######## design 1 ########
==> design_1/port_trees.png <==
Bar = 50 µm.
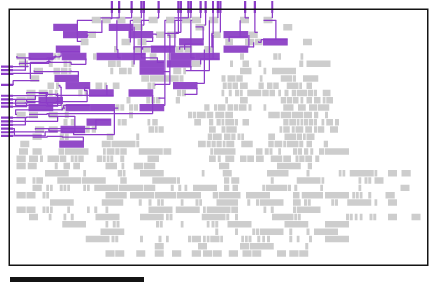

==> config.mk <==
export PLATFORM = sky130hd
export DESIGN_NAME = riscv_str_seq_ctrl
export DESIGN_NICKNAME = d
export VERILOG_FILES = /design/src/rtl/riscv_str_seq_ctrl_pkg.sv /design/src/rtl/riscv_str_seq_ctrl_byte_xform.sv /design/src/rtl/riscv_str_seq_ctrl.sv
export SDC_FILE = /design/constraint.sdc
export NUM_CORES = 1
export LEC_CHECK = 0
export CORE_ASPECT_RATIO = 0.6
export CORE_MARGIN = 2
export CORE_UTILIZATION = 30
export CTS_BUF_LIST = sky130_fd_sc_hd__clkbuf_4
export DETAILED_ROUTE_END_ITERATION = 16
export PLACE_DENSITY_LB_ADDON = 0.15
export SLEW_MARGIN = 20
export SYNTH_ARGS = -nofsm -noshare
export SYNTH_HDL_FRONTEND = slang
export SYNTH_SLANG_ARGS = --single-unit
==> constraint.sdc <==
create_clock -name clk -period 10 [get_ports clk]
set_input_delay 2.5 -clock clk [delete_from_list [all_inputs] [get_ports clk]]
set_output_delay 2.5 -clock clk [all_outputs]
set_load 0.01 [all_outputs]
==> src/rtl/riscv_str_seq_ctrl_pkg.sv <==
// -----------------------------------------------------------------------------
// riscv_str_seq_ctrl_pkg
//
// Shared definitions for the string-op sequencer in EX:
//   - STR_OP_* operator encodings and their width
//   - sequencer FSM state type
//   - LEET substitution characters
//   - small ASCII classification helpers used by the byte transform
// -----------------------------------------------------------------------------
package riscv_str_seq_ctrl_pkg;

    // Operator encoding. Three bits leave room for encodings outside the
    // known set, which the sequencer must report as illegal.
    localparam int STR_OP_WIDTH = 3;

    localparam logic [STR_OP_WIDTH-1:0] STR_OP_UPPER = 3'd0;
    localparam logic [STR_OP_WIDTH-1:0] STR_OP_LOWER = 3'd1;
    localparam logic [STR_OP_WIDTH-1:0] STR_OP_LEET  = 3'd2;
    localparam logic [STR_OP_WIDTH-1:0] STR_OP_ROT13 = 3'd3;

    // Byte lanes in a 32-bit operand.
    localparam int STR_NUM_LANES = 4;

    typedef enum logic [1:0] {
        STR_IDLE,
        STR_BUSY,
        STR_DONE
    } str_seq_state_e;

    // LEET replacement digits.
    localparam logic [7:0] STR_LEET_A = 8'h34; // '4'
    localparam logic [7:0] STR_LEET_E = 8'h33; // '3'
    localparam logic [7:0] STR_LEET_I = 8'h31; // '1'
    localparam logic [7:0] STR_LEET_O = 8'h30; // '0'
    localparam logic [7:0] STR_LEET_S = 8'h35; // '5'
    localparam logic [7:0] STR_LEET_T = 8'h37; // '7'

    function automatic logic str_is_lower(input logic [7:0] b);
        return (b >= 8'h61) && (b <= 8'h7A);
    endfunction

    function automatic logic str_is_upper(input logic [7:0] b);
        return (b >= 8'h41) && (b <= 8'h5A);
    endfunction

endpackage

==> src/rtl/riscv_str_seq_ctrl_byte_xform.sv <==
// -----------------------------------------------------------------------------
// riscv_str_byte_xform
//
// Purely combinational per-byte ASCII transform.
//
// Ports:
//   operator_i  STR_OP_* selector
//   byte_i      source byte
//   byte_o      transformed byte (passes through for non-letters / unknown op)
//   illegal_o   operator is not one of the known STR_OP_* encodings
// -----------------------------------------------------------------------------
module riscv_str_byte_xform
    import riscv_str_seq_ctrl_pkg::*;
(
    input  logic [STR_OP_WIDTH-1:0] operator_i,
    input  logic [7:0]              byte_i,
    output logic [7:0]              byte_o,
    output logic                    illegal_o
);

    logic       is_lower;
    logic       is_upper;
    logic [7:0] folded;

    assign is_lower = str_is_lower(byte_i);
    assign is_upper = str_is_upper(byte_i);
    // Fold upper-case letters to lower-case so LEET needs one table only.
    assign folded   = is_upper ? (byte_i | 8'h20) : byte_i;

    always_comb begin
        byte_o    = byte_i;
        illegal_o = 1'b0;
        case (operator_i)
            STR_OP_UPPER: begin
                if (is_lower) byte_o = byte_i - 8'h20;
            end
            STR_OP_LOWER: begin
                if (is_upper) byte_o = byte_i + 8'h20;
            end
            STR_OP_LEET: begin
                case (folded)
                    8'h61:   byte_o = STR_LEET_A;
                    8'h65:   byte_o = STR_LEET_E;
                    8'h69:   byte_o = STR_LEET_I;
                    8'h6F:   byte_o = STR_LEET_O;
                    8'h73:   byte_o = STR_LEET_S;
                    8'h74:   byte_o = STR_LEET_T;
                    default: byte_o = byte_i;
                endcase
            end
            STR_OP_ROT13: begin
                // First half of each alphabet moves up 13, second half down 13:
                // the wrap stays inside the letter range of the same case.
                if (is_lower) begin
                    byte_o = (byte_i <= 8'h6D) ? byte_i + 8'd13 : byte_i - 8'd13;
                end else if (is_upper) begin
                    byte_o = (byte_i <= 8'h4D) ? byte_i + 8'd13 : byte_i - 8'd13;
                end
            end
            default: begin
                illegal_o = 1'b1;
            end
        endcase
    end

endmodule

==> src/rtl/riscv_str_seq_ctrl.sv <==
// -----------------------------------------------------------------------------
// riscv_str_seq_ctrl
//
// Multi-cycle sequencer for the string-op unit in EX. Takes one op from ID/EX
// (valid/ready), walks the operand byte lanes from byte0 upward,
// BYTES_PER_CYCLE lanes per cycle, and hands the assembled word to writeback
// (valid/ready). A flush aborts any in-flight op without producing a result.
//
// Parameters:
//   BYTES_PER_CYCLE  lanes transformed per cycle (1, 2 or 4)
//   NUM_LANES        byte lanes per operand (fixed at 4)
//
// Ports:
//   clk, rst      clock; asynchronous active-high reset
//   req_valid_i   op request valid
//   req_ready_o   ready to accept (IDLE only)
//   operator_i    STR_OP_* selector
//   operand_i     source word, byte0 = [7:0]
//   res_valid_o   result valid
//   res_ready_i   writeback accepts the result
//   result_o      transformed word, stable while res_valid_o=1
//   illegal_o     qualifies res_valid_o: operator was not a known STR_OP
//   busy_o        sequencer not IDLE
//   flush_i       abort in-flight op
// -----------------------------------------------------------------------------
module riscv_str_seq_ctrl
    import riscv_str_seq_ctrl_pkg::*;
#(
    parameter int BYTES_PER_CYCLE = 1,
    parameter int NUM_LANES       = STR_NUM_LANES
) (
    input  logic                    clk,
    input  logic                    rst,
    input  logic                    req_valid_i,
    output logic                    req_ready_o,
    input  logic [STR_OP_WIDTH-1:0] operator_i,
    input  logic [31:0]             operand_i,
    output logic                    res_valid_o,
    input  logic                    res_ready_i,
    output logic [31:0]             result_o,
    output logic                    illegal_o,
    output logic                    busy_o,
    input  logic                    flush_i
);

    localparam int LANE_W = $clog2(NUM_LANES);
    // One extra bit so the counter can also express NUM_LANES itself.
    localparam int CNT_W  = LANE_W + 1;
    localparam logic [CNT_W-1:0] CNT_STEP = CNT_W'(BYTES_PER_CYCLE);
    localparam logic [CNT_W-1:0] LAST_GRP = CNT_W'(NUM_LANES - BYTES_PER_CYCLE);

    str_seq_state_e                state_q, state_d;
    logic [CNT_W-1:0]              lane_cnt_q, lane_cnt_d;
    logic [STR_OP_WIDTH-1:0]       op_q, op_d;
    logic [NUM_LANES-1:0][7:0]     operand_q, operand_d;
    logic [NUM_LANES-1:0][7:0]     acc_q, acc_d;
    logic                          illegal_q, illegal_d;

    logic                          accept;

    // Per-lane transform slice for the group currently being processed.
    logic [LANE_W-1:0]             lane_idx [BYTES_PER_CYCLE];
    logic [7:0]                    xf_in    [BYTES_PER_CYCLE];
    logic [7:0]                    xf_out   [BYTES_PER_CYCLE];
    logic                          xf_ill   [BYTES_PER_CYCLE];

    for (genvar gi = 0; gi < BYTES_PER_CYCLE; gi++) begin : g_xform
        assign lane_idx[gi] = lane_cnt_q[LANE_W-1:0] + LANE_W'(gi);
        assign xf_in[gi]    = operand_q[lane_idx[gi]];

        riscv_str_byte_xform u_xform (
            .operator_i (op_q),
            .byte_i     (xf_in[gi]),
            .byte_o     (xf_out[gi]),
            .illegal_o  (xf_ill[gi])
        );
    end

    // Flush beats a coincident request.
    assign accept = req_valid_i && req_ready_o && !flush_i;

    // ------------------------------------------------------------------
    // Next-state and output decode
    // ------------------------------------------------------------------
    always_comb begin
        state_d     = state_q;
        lane_cnt_d  = lane_cnt_q;
        op_d        = op_q;
        operand_d   = operand_q;
        acc_d       = acc_q;
        illegal_d   = illegal_q;

        req_ready_o = (state_q == STR_IDLE);
        busy_o      = (state_q != STR_IDLE);
        res_valid_o = (state_q == STR_DONE);
        result_o    = acc_q;
        illegal_o   = illegal_q && (state_q == STR_DONE);

        case (state_q)
            STR_IDLE: begin
                if (accept) begin
                    state_d    = STR_BUSY;
                    op_d       = operator_i;
                    operand_d  = operand_i;
                    lane_cnt_d = '0;
                    acc_d      = '0;
                    illegal_d  = 1'b0;
                end
            end
            STR_BUSY: begin
                for (int g = 0; g < BYTES_PER_CYCLE; g++) begin
                    acc_d[lane_idx[g]] = xf_out[g];
                    if (xf_ill[g]) illegal_d = 1'b1;
                end
                if (lane_cnt_q == LAST_GRP) begin
                    state_d    = STR_DONE;
                    lane_cnt_d = '0;
                end else begin
                    lane_cnt_d = lane_cnt_q + CNT_STEP;
                end
            end
            STR_DONE: begin
                // No accept on the DONE->IDLE cycle: req_ready_o is low here.
                if (res_ready_i) state_d = STR_IDLE;
            end
            default: begin
                state_d = STR_IDLE;
            end
        endcase

        if (flush_i) begin
            state_d    = STR_IDLE;
            lane_cnt_d = '0;
        end
    end

    // ------------------------------------------------------------------
    // State register
    // ------------------------------------------------------------------
    always_ff @(posedge clk or posedge rst) begin
        if (rst) begin
            state_q <= STR_IDLE;
        end else begin
            state_q <= state_d;
        end
    end

    // ------------------------------------------------------------------
    // Datapath registers
    // ------------------------------------------------------------------
    always_ff @(posedge clk or posedge rst) begin
        if (rst) begin
            lane_cnt_q <= '0;
            op_q       <= '0;
            operand_q  <= '0;
            acc_q      <= '0;
            illegal_q  <= 1'b0;
        end else begin
            lane_cnt_q <= lane_cnt_d;
            op_q       <= op_d;
            operand_q  <= operand_d;
            acc_q      <= acc_d;
            illegal_q  <= illegal_d;
        end
    end

endmodule
######## design 2 ########
$ cat config.mk
export PLATFORM = sky130hd
export DESIGN_NAME = pe_sequencer
export DESIGN_NICKNAME = d
export VERILOG_FILES = /design/src/rtl/pe_pkg.sv /design/src/rtl/pe_cfg_check.sv /design/src/rtl/pe_sequencer.sv
export SDC_FILE = /design/constraint.sdc
export NUM_CORES = 1
export LEC_CHECK = 0
export ABC_AREA = 1
export CAP_MARGIN = 20
export CORE_ASPECT_RATIO = 1.4
export CORE_MARGIN = 4
export CORE_UTILIZATION = 29
export CTS_BUF_LIST = sky130_fd_sc_hd__clkbuf_16
export DETAILED_ROUTE_END_ITERATION = 16
export HOLD_SLACK_MARGIN = 0.08
export PLACE_DENSITY = 0.54
export SLEW_MARGIN = 20
export SYNTH_ARGS = -nofsm -noshare
export SYNTH_HDL_FRONTEND = slang
export SYNTH_SLANG_ARGS = --single-unit
$ cat constraint.sdc
create_clock -name clk -period 7.55 [get_ports clk]
set_input_delay 1.51 -clock clk [delete_from_list [all_inputs] [get_ports clk]]
set_output_delay 1.51 -clock clk [all_outputs]
set_load 0.05 [all_outputs]
$ cat src/rtl/pe_pkg.sv
// Shared types for the PE sequencer: FSM state encoding and the run-time configuration record.
package pe_pkg;

   localparam int CFG_FIELD_W = 16;

   typedef enum logic [2:0] {
      IDLE       = 3'd0,
      PROCESS    = 3'd1,
      ACCUMULATE = 3'd2,
      STRIDE     = 3'd3,
      LOAD       = 3'd4,
      FINISH     = 3'd5
   } state_t;

   // Fields are wide enough to hold any configured *_WIDTH input zero-extended.
   typedef struct packed {
      logic [CFG_FIELD_W-1:0] S;
      logic [CFG_FIELD_W-1:0] F;
      logic [CFG_FIELD_W-1:0] U;
      logic [CFG_FIELD_W-1:0] n;
      logic [CFG_FIELD_W-1:0] p;
      logic [CFG_FIELD_W-1:0] q;
   } cfg_t;

endpackage

$ cat src/rtl/pe_cfg_check.sv
// Combinational legality check of a run configuration against the scratchpad address ranges.
module pe_cfg_check import pe_pkg::*; #(
   parameter int IFMAP_ADDR_WIDTH  = 4,
   parameter int FILTER_ADDR_WIDTH = 8,
   parameter int PSUM_ADDR_WIDTH   = 5
) (
   input  cfg_t cfg,
   output logic cfg_ok
);

   logic [47:0] sq;
   logic [47:0] sqp;
   logic [47:0] ifmap_cap;
   logic [47:0] filter_cap;
   logic [47:0] psum_cap;
   logic        any_zero;

   always_comb begin
      sq         = 48'(cfg.S) * 48'(cfg.q);
      sqp        = sq * 48'(cfg.p);
      ifmap_cap  = 48'd1 << IFMAP_ADDR_WIDTH;
      filter_cap = 48'd1 << FILTER_ADDR_WIDTH;
      psum_cap   = 48'd1 << PSUM_ADDR_WIDTH;
      any_zero   = (cfg.S == '0) || (cfg.F == '0) || (cfg.U == '0) ||
                   (cfg.n == '0) || (cfg.p == '0) || (cfg.q == '0);
      cfg_ok     = !any_zero && (sq <= ifmap_cap) && (48'(cfg.p) <= psum_cap) &&
                   (sqp <= filter_cap);
   end

endmodule

$ cat src/rtl/pe_sequencer.sv
// Row-stationary PE controller: MAC pass, ipsum accumulation, stride shift and ifmap reload per row.
module pe_sequencer import pe_pkg::*; #(
   parameter int F_WIDTH           = 6,
   parameter int S_WIDTH           = 4,
   parameter int U_WIDTH           = 3,
   parameter int N_WIDTH           = 3,
   parameter int P_WIDTH           = 5,
   parameter int Q_WIDTH           = 3,
   parameter int IFMAP_ADDR_WIDTH  = 4,
   parameter int FILTER_ADDR_WIDTH = 8,
   parameter int PSUM_ADDR_WIDTH   = 5
) (
   input  logic                         clk,
   input  logic                         reset,
   input  logic                         start,
   input  logic                         abort,
   input  logic                         await,
   input  logic                         skip_en,
   input  logic                         ifmap_zero,
   input  logic [S_WIDTH-1:0]           S,
   input  logic [F_WIDTH-1:0]           F,
   input  logic [U_WIDTH-1:0]           U,
   input  logic [N_WIDTH-1:0]           n,
   input  logic [P_WIDTH-1:0]           p,
   input  logic [Q_WIDTH-1:0]           q,
   output logic                         busy,
   output logic                         done,
   output logic                         cfg_error,
   output logic                         reset_accumulation,
   output logic                         accumulate_ipsum,
   output logic                         ipsum_pop,
   output logic                         opsum_push,
   output logic                         reset_ifmap_spad,
   output logic                         reset_filter_spad,
   output logic [IFMAP_ADDR_WIDTH-1:0]  ifmap_addr,
   output logic [FILTER_ADDR_WIDTH-1:0] filter_addr,
   output logic [PSUM_ADDR_WIDTH-1:0]   psum_addr,
   output logic                         shift,
   output logic                         rd_data,
   output logic                         wr_psum,
   input  logic                         ipsum_fifo_empty,
   input  logic                         opsum_fifo_full
);

   localparam int UQ_WIDTH    = U_WIDTH + Q_WIDTH;
   localparam int P_CNT_WIDTH = PSUM_ADDR_WIDTH + 1;

   state_t                      state, state_nx;
   logic [IFMAP_ADDR_WIDTH-1:0] i, i_nx, i_last, i_last_nx;
   logic [PSUM_ADDR_WIDTH-1:0]  j, j_nx, j_last, j_last_nx;
   logic [F_WIDTH-1:0]          f_cnt, f_cnt_nx, f_last, f_last_nx;
   logic [N_WIDTH-1:0]          n_cnt, n_cnt_nx, n_last, n_last_nx;
   logic [UQ_WIDTH-1:0]         u_cnt, u_cnt_nx, u_last, u_last_nx;
   logic [P_CNT_WIDTH-1:0]      p_cnt;
   logic [31:0]                 sq_in;
   cfg_t                        cfg_in;
   logic                        cfg_ok;

   always_comb begin
      cfg_in.S = CFG_FIELD_W'(S);
      cfg_in.F = CFG_FIELD_W'(F);
      cfg_in.U = CFG_FIELD_W'(U);
      cfg_in.n = CFG_FIELD_W'(n);
      cfg_in.p = CFG_FIELD_W'(p);
      cfg_in.q = CFG_FIELD_W'(q);
   end

   pe_cfg_check #(
      .IFMAP_ADDR_WIDTH  (IFMAP_ADDR_WIDTH),
      .FILTER_ADDR_WIDTH (FILTER_ADDR_WIDTH),
      .PSUM_ADDR_WIDTH   (PSUM_ADDR_WIDTH)
   ) u_cfg_check (
      .cfg    (cfg_in),
      .cfg_ok (cfg_ok)
   );

   assign sq_in       = 32'(cfg_in.S) * 32'(cfg_in.q);
   assign p_cnt       = {1'b0, j_last} + P_CNT_WIDTH'(1);
   assign ifmap_addr  = i;
   assign psum_addr   = j;
   assign filter_addr = FILTER_ADDR_WIDTH'(i) * FILTER_ADDR_WIDTH'(p_cnt) + FILTER_ADDR_WIDTH'(j);

   // State updates on the falling edge so the datapath sees stable strobes on the rising edge.
   always_ff @(negedge clk or posedge reset) begin
      if (reset) begin
         state  <= IDLE;
         i      <= '0;
         j      <= '0;
         f_cnt  <= '0;
         n_cnt  <= '0;
         u_cnt  <= '0;
         i_last <= '0;
         j_last <= '0;
         f_last <= '0;
         n_last <= '0;
         u_last <= '0;
      end else begin
         state  <= state_nx;
         i      <= i_nx;
         j      <= j_nx;
         f_cnt  <= f_cnt_nx;
         n_cnt  <= n_cnt_nx;
         u_cnt  <= u_cnt_nx;
         i_last <= i_last_nx;
         j_last <= j_last_nx;
         f_last <= f_last_nx;
         n_last <= n_last_nx;
         u_last <= u_last_nx;
      end
   end

   always_comb begin
      state_nx           = state;
      i_nx               = i;
      j_nx               = j;
      f_cnt_nx           = f_cnt;
      n_cnt_nx           = n_cnt;
      u_cnt_nx           = u_cnt;
      i_last_nx          = i_last;
      j_last_nx          = j_last;
      f_last_nx          = f_last;
      n_last_nx          = n_last;
      u_last_nx          = u_last;
      busy               = (state != IDLE);
      done               = 1'b0;
      cfg_error          = 1'b0;
      reset_accumulation = 1'b0;
      accumulate_ipsum   = 1'b0;
      ipsum_pop          = 1'b0;
      opsum_push         = 1'b0;
      reset_ifmap_spad   = 1'b0;
      reset_filter_spad  = 1'b0;
      shift              = 1'b0;
      rd_data            = 1'b0;
      wr_psum            = 1'b0;

      if (abort && (state != IDLE)) begin
         state_nx          = IDLE;
         i_nx              = '0;
         j_nx              = '0;
         f_cnt_nx          = '0;
         n_cnt_nx          = '0;
         u_cnt_nx          = '0;
         reset_ifmap_spad  = 1'b1;
         reset_filter_spad = 1'b1;
      end else begin
         case (state)
            IDLE: begin
               // Terminal counts are stored so the loops compare against *_last directly.
               if (start && !abort) begin
                  if (cfg_ok) begin
                     state_nx  = PROCESS;
                     i_last_nx = IFMAP_ADDR_WIDTH'(sq_in - 32'd1);
                     j_last_nx = PSUM_ADDR_WIDTH'(cfg_in.p - CFG_FIELD_W'(1));
                     f_last_nx = F - F_WIDTH'(1);
                     n_last_nx = n - N_WIDTH'(1);
                     u_last_nx = UQ_WIDTH'(U) * UQ_WIDTH'(q) - UQ_WIDTH'(1);
                  end else begin
                     cfg_error = 1'b1;
                  end
               end
            end
            PROCESS: begin
               if (!await) begin
                  if (skip_en && ifmap_zero && (i != '0) && (j == '0)) begin
                     if (i == i_last) begin
                        i_nx     = '0;
                        state_nx = ACCUMULATE;
                     end else begin
                        i_nx = i + IFMAP_ADDR_WIDTH'(1);
                     end
                  end else begin
                     rd_data            = 1'b1;
                     wr_psum            = 1'b1;
                     reset_accumulation = (i == '0);
                     if (j == j_last) begin
                        j_nx = '0;
                        if (i == i_last) begin
                           i_nx     = '0;
                           state_nx = ACCUMULATE;
                        end else begin
                           i_nx = i + IFMAP_ADDR_WIDTH'(1);
                        end
                     end else begin
                        j_nx = j + PSUM_ADDR_WIDTH'(1);
                     end
                  end
               end
            end
            ACCUMULATE: begin
               if (!ipsum_fifo_empty && !opsum_fifo_full) begin
                  accumulate_ipsum = 1'b1;
                  ipsum_pop        = 1'b1;
                  opsum_push       = 1'b1;
                  if (j == j_last) begin
                     j_nx = '0;
                     if (f_cnt == f_last) begin
                        f_cnt_nx = '0;
                        state_nx = LOAD;
                     end else begin
                        f_cnt_nx = f_cnt + F_WIDTH'(1);
                        state_nx = STRIDE;
                     end
                  end else begin
                     j_nx = j + PSUM_ADDR_WIDTH'(1);
                  end
               end
            end
            STRIDE: begin
               shift = 1'b1;
               if (u_cnt == u_last) begin
                  u_cnt_nx = '0;
                  state_nx = PROCESS;
               end else begin
                  u_cnt_nx = u_cnt + UQ_WIDTH'(1);
               end
            end
            LOAD: begin
               reset_ifmap_spad = 1'b1;
               if (n_cnt == n_last) begin
                  reset_filter_spad = 1'b1;
                  n_cnt_nx          = '0;
                  state_nx          = FINISH;
               end else begin
                  n_cnt_nx = n_cnt + N_WIDTH'(1);
                  state_nx = PROCESS;
               end
            end
            FINISH: begin
               done     = 1'b1;
               state_nx = IDLE;
            end
            default: state_nx = IDLE;
         endcase
      end
   end

endmodule

==> design_1/m1.png <==
Supply wires on this layer in grey.
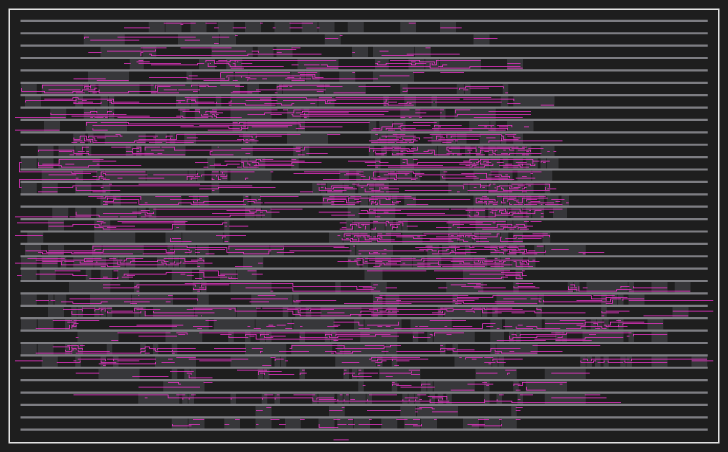
share of all routed wire: 51%
nets with wire on the layer: 518
longest straight run: 49.2 µm
met1 Use GR: 27.6%
routed via count: 3808
WL final: 12700 µm

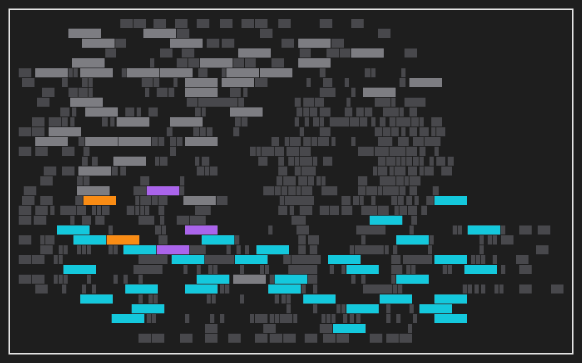
(design_1/ff_map.png)
legend:
  orange:
    signal: state_q
    flops: 2
  purple:
    signal: lane_cnt_q
    flops: 3
  cyan:
    signal: operand_q
    flops: 32
    where: a horizontal strip, bottom
not coloured: 36
flop share of the area: 35.2%
sequential cell power: 0.421 mW
total area of sequential cells: 1830 µm²
Layout Utilization: 38.3%

Notes on design_1/port_trees.png above:
legend:
  purple:
    port: result_o
    direction: output
    end_cells: 32
    buffers: 32
    wire: 1020 µm
port buffer count: 75
num ports: 76

==> metrics.yaml, design 1 <==
status:
  outcome: "completed"
finish:
  final_net_count: 582
  buffers: 79
grt:
  antenna_found_initial: 0
drt:
  highest_layer: "met4"
  drt_iter0_markers: 411
worst_setup_path:
  critPathCaptureType: "flip-flop"
  rrSetupSlack_ps: 5370
sta:
  max-slew-margin-rel_pct: 39.1
  slew_violations: 0
power:
  powerComb_mw: 0.522
  leakage_nw: 2.29
logic_synthesis:
  logic_family: "simple AND/OR/NAND/NOR gates"
  synth_top_flop_cell: "dfrtp_1"
  synth-edff-count: 0
cts:
  path_clk_slew_ps: 140
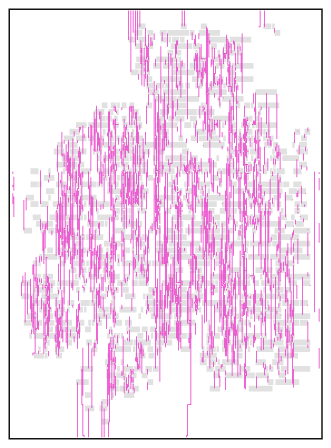
(design_2/m2.png)
nets with wire on the layer: 933
main direction: vertical
longest straight run: 64.6 µm
share of all routed wire: 55%
wire length on this layer: 8600 µm
WL final: 15600 µm
routed via count: 5578
M2 GR Usage: 27.7%

==> metrics.yaml, design 2 <==
status:
  outcome: "finished, violations left"
  violations: "setup timing"
finish:
  final_net_count: 1135
  finalInstanceArea_um2: 8810
  fillCellCount: 1982
  final_cells: 1250
  lay_top_cells: "inv_1 (140), buf_4 (139), nand2_1 (126), ha_1 (62), nor2_1 (61)"
  ff_count: 51
  bufAreaShareNonClock_pct: 22.1
  logic_gate_count: 574
  logic_area_um2: 4560
  post-route-util_pct: 44.2
  register_area_um2: 1280
logic_synthesis:
  ys_sh_simple_pct: 25.8
  ys_sh_xor_pct: 6.98
  postSynth.asyncResetShare_pct: 100
  mux_area_share_pct: 0
worst_hold_path:
  min_from: "n_last[1]"
  hold_depth: 2
worst_setup_path:
  critPathMaxStageDelay_ps: 520
sta:
  rsz0062_at_grt: "yes"
  setup_viol: 34
  fin_skew_ps: 4.21
  fin_ws_ps: -2210
  slew_violations: 0
drt:
  drt_iter0_markers: 272
grt:
  use_met1_pct: 16.4
  grt.total_usage_pct: 14.3
  use_met3_pct: 0.996
  antenna_found_initial: 0
  grt_max_degree: 52
power:
  switchingPower_mw: 1.78
  p_total_mw: 3.69
  power_clock_mw: 0.218
  power_density_nw_per_um2: 418
  powerComb_mw: 2.98
cts:
  cts_sinks: 51
floorplanning:
  io_pins: 62
  coreArea_um2: 19900

######## design 3 ########
`config.mk`:
```
export PLATFORM = sky130hd
export DESIGN_NAME = kbest_sorter
export DESIGN_NICKNAME = d
export VERILOG_FILES = /design/src/rtl/kbest_sorter.sv
export SDC_FILE = /design/constraint.sdc
export NUM_CORES = 1
export LEC_CHECK = 0
export CAP_MARGIN = 20
export CORE_MARGIN = 1.5
export CORE_UTILIZATION = 35
export CTS_CLUSTER_DIAMETER = 30
export DETAILED_ROUTE_END_ITERATION = 12
export GPL_ROUTABILITY_DRIVEN = 0
export HOLD_SLACK_MARGIN = 0.08
export SLEW_MARGIN = 20
export SYNTH_ARGS = -nofsm -noshare
export SYNTH_HDL_FRONTEND = slang
export SYNTH_SLANG_ARGS = --single-unit
```
`constraint.sdc`:
```
create_clock -name clk -period 18.04 [get_ports clk]
set_input_delay 3.608 -clock clk [delete_from_list [all_inputs] [get_ports clk]]
set_output_delay 3.608 -clock clk [all_outputs]
set_load 0.01 [all_outputs]
```
`src/rtl/kbest_sorter.sv`:
```
// kbest_sorter: keeps the K smallest (distance, index) candidates of a framed
// query stream and presents the ascending list with a one-cycle valid pulse.
module kbest_sorter #(
    parameter int unsigned DIST_WIDTH = 25,
    parameter int unsigned IDX_WIDTH  = 9,
    parameter int unsigned K          = 4
) (
    input  logic                      clk,
    input  logic                      rst,
    input  logic                      query_valid,
    input  logic                      query_first_in,
    input  logic                      query_last_in,
    input  logic [DIST_WIDTH-1:0]     dist_in,
    input  logic [IDX_WIDTH-1:0]      idx_in,
    output logic                      valid_out,
    output logic [K*DIST_WIDTH-1:0]   sorted_dist,
    output logic [K*IDX_WIDTH-1:0]    sorted_idx,
    output logic                      query_open,
    output logic                      protocol_err
);

    localparam logic [DIST_WIDTH-1:0] DIST_MAX = '1;
    localparam logic [IDX_WIDTH-1:0]  IDX_NONE = '0;

    typedef enum logic [0:0] {IDLE, OPEN} state_t;

    state_t                state, state_nxt;
    logic [DIST_WIDTH-1:0] list_dist     [K];
    logic [IDX_WIDTH-1:0]  list_idx      [K];
    logic [DIST_WIDTH-1:0] list_dist_nxt [K];
    logic [IDX_WIDTH-1:0]  list_idx_nxt  [K];
    logic [DIST_WIDTH-1:0] ins_dist      [K];
    logic [IDX_WIDTH-1:0]  ins_idx       [K];
    logic [DIST_WIDTH-1:0] load_dist     [K];
    logic [IDX_WIDTH-1:0]  load_idx      [K];
    logic [K-1:0]          le;
    logic                  emit_nxt;
    logic                  err_nxt;

    // Parallel compare-and-shift insertion plus the fresh-query load image.
    // le is a thermometer code because the list is kept sorted; the candidate
    // lands at the first entry that is strictly greater, after any equal ones.
    always_comb begin
        for (int i = 0; i < int'(K); i++) begin
            le[i]        = (list_dist[i] <= dist_in);
            load_dist[i] = DIST_MAX;
            load_idx[i]  = IDX_NONE;
        end
        load_dist[0] = dist_in;
        load_idx[0]  = idx_in;

        ins_dist[0] = le[0] ? list_dist[0] : dist_in;
        ins_idx[0]  = le[0] ? list_idx[0]  : idx_in;
        for (int i = 1; i < int'(K); i++) begin
            if (le[i]) begin
                ins_dist[i] = list_dist[i];
                ins_idx[i]  = list_idx[i];
            end else if (le[i-1]) begin
                ins_dist[i] = dist_in;
                ins_idx[i]  = idx_in;
            end else begin
                ins_dist[i] = list_dist[i-1];
                ins_idx[i]  = list_idx[i-1];
            end
        end
    end

    // Next-state, next working list, emit and protocol-error decisions.
    always_comb begin
        state_nxt     = state;
        list_dist_nxt = list_dist;
        list_idx_nxt  = list_idx;
        emit_nxt      = 1'b0;
        err_nxt       = protocol_err;
        if (query_valid) begin
            if (query_first_in) begin
                if (state == OPEN) err_nxt = 1'b1;
                list_dist_nxt = load_dist;
                list_idx_nxt  = load_idx;
                if (query_last_in) begin
                    emit_nxt  = 1'b1;
                    state_nxt = IDLE;
                end else begin
                    state_nxt = OPEN;
                end
            end else if (state == IDLE) begin
                err_nxt = 1'b1;
            end else begin
                list_dist_nxt = ins_dist;
                list_idx_nxt  = ins_idx;
                if (query_last_in) begin
                    emit_nxt  = 1'b1;
                    state_nxt = IDLE;
                end
            end
        end
    end

    // State, working list and sticky error registers.
    always_ff @(posedge clk or posedge rst) begin
        if (rst) begin
            state        <= IDLE;
            protocol_err <= 1'b0;
            for (int i = 0; i < int'(K); i++) begin
                list_dist[i] <= DIST_MAX;
                list_idx[i]  <= IDX_NONE;
            end
        end else begin
            state        <= state_nxt;
            protocol_err <= err_nxt;
            list_dist    <= list_dist_nxt;
            list_idx     <= list_idx_nxt;
        end
    end

    // Result registers, separate from the working list so a new query can
    // open on the beat right after a close without disturbing the emit.
    always_ff @(posedge clk or posedge rst) begin
        if (rst) begin
            valid_out   <= 1'b0;
            sorted_dist <= '1;
            sorted_idx  <= '0;
        end else begin
            valid_out <= emit_nxt;
            if (emit_nxt) begin
                for (int i = 0; i < int'(K); i++) begin
                    sorted_dist[i*DIST_WIDTH +: DIST_WIDTH] <= list_dist_nxt[i];
                    sorted_idx[i*IDX_WIDTH +: IDX_WIDTH]    <= list_idx_nxt[i];
                end
            end
        end
    end

    assign query_open = (state == OPEN);

endmodule

```
==> metrics.yaml <==
worst_setup_path:
  crit_cells: 12
  cpMaxStageDelayCell: "clkdlybuf4s50_1"
  crit_buf_inv: 4
  rrSetupSlack_ps: 14160
  arrival_ps: 7770
  reg2reg_depth: 10
  regToRegStartpoint: "list_dist[23]"
cts:
  cts_buffer_depth: 3
  cts_setup_buffers: 0
  path_clk_slew_ps: 40
floorplanning:
  die_x_um: 212
sta:
  setup-tns-final_ps: 0
  fin_skew_ps: 21.0
  holdWs_ps: 455
  finalHoldViolations: 0
logic_synthesis:
  area_leaders: "dfstp_2 (34%), dfrtp_1 (12%), ha_1 (8.2%)"
  syn-num-nets: 1552
  postSynth.asyncResetShare_pct: 100
  synth-edff-count: 0
  yosys.cell_count.top_type: "dfstp_2"
  syn_inst: 1413
  yosysTopAreaCell: "dfstp_2"
drt:
  m1WireLength_um: 22600
  drc: 0
run:
  cap_violations: 0
placed_design:
  placed_cells: 2093
  port-buffer-count: 177
power:
  power_clock_mw: 1.36
  power_density_nw_per_um2: 139
  p_comb_share_pct: 20.9
  pg_seq_mw: 0.844
status:
  outcome: "completed"
finish:
  buffers: 199
  n_antenna_cell: 0
  finalInstanceArea_um2: 20100
  comb_area_share_pct: 37.3
  bufAreaShareNonClock_pct: 9.65
  logic_gate_count: 989
  clockBufferCount: 108
  final_net_count: 1724
worst_hold_path:
  min_to: "protocol_err"
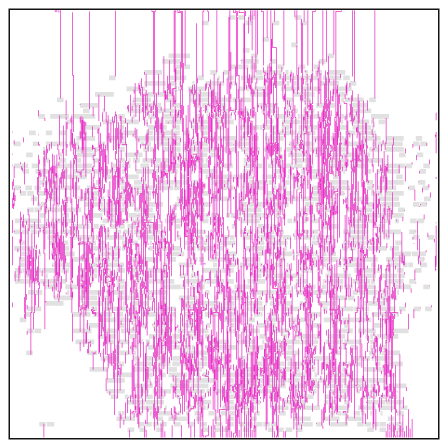
(design_3/m2.png)
longest straight run: 97.2 µm
share of all routed wire: 46%
WL final: 51100 µm
routed via count: 12700
M2 GR Usage: 36.4%

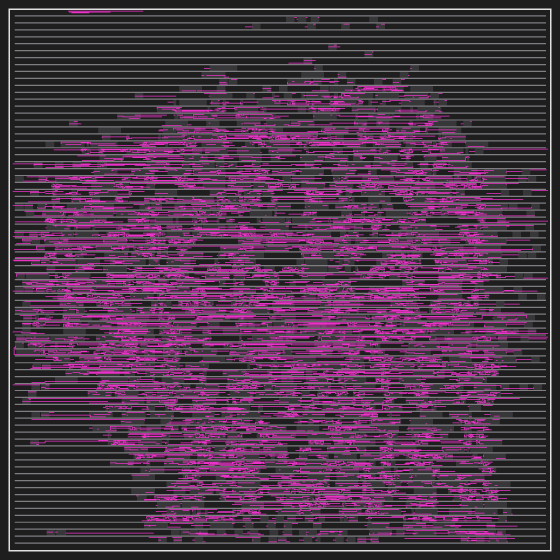
(design_3/m1.png)
Supply wires on this layer in grey.
nets with wire on the layer: 1601
share of all routed wire: 44%
wire length on this layer: 22.6 mm
main direction: horizontal
longest straight run: 63.5 µm
met1 Use GR: 30.8%



## Gallery

Track usage over the die.
Plate I
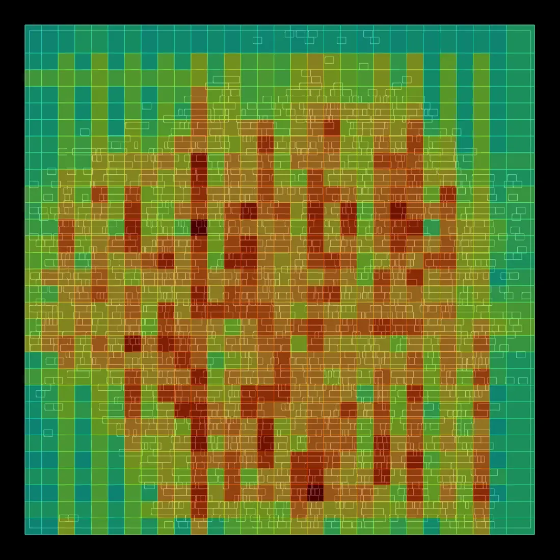
Plate II
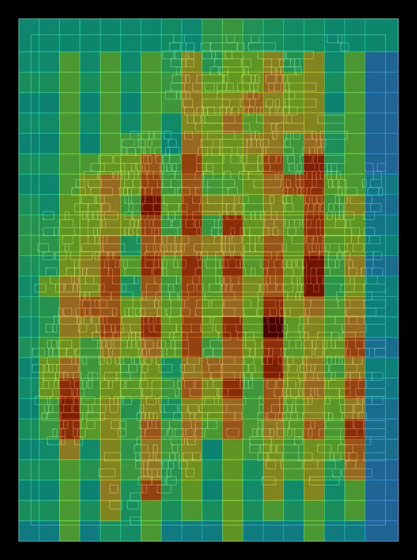
Plate III
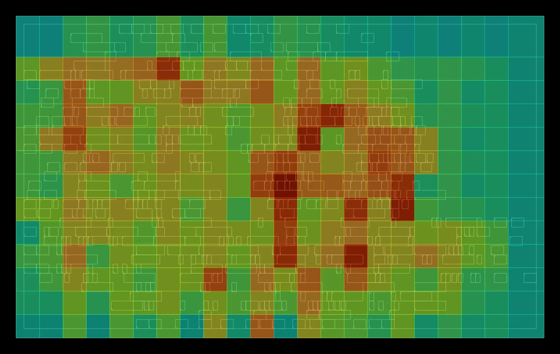
| picture | from |
|---|---|
| Plate II | design 2 |
| Plate I | design 3 |
| Plate III | design 1 |
The one with the most wire per cell is Plate I.

No activity file was given, so power comes from the tool's default toggle rates.
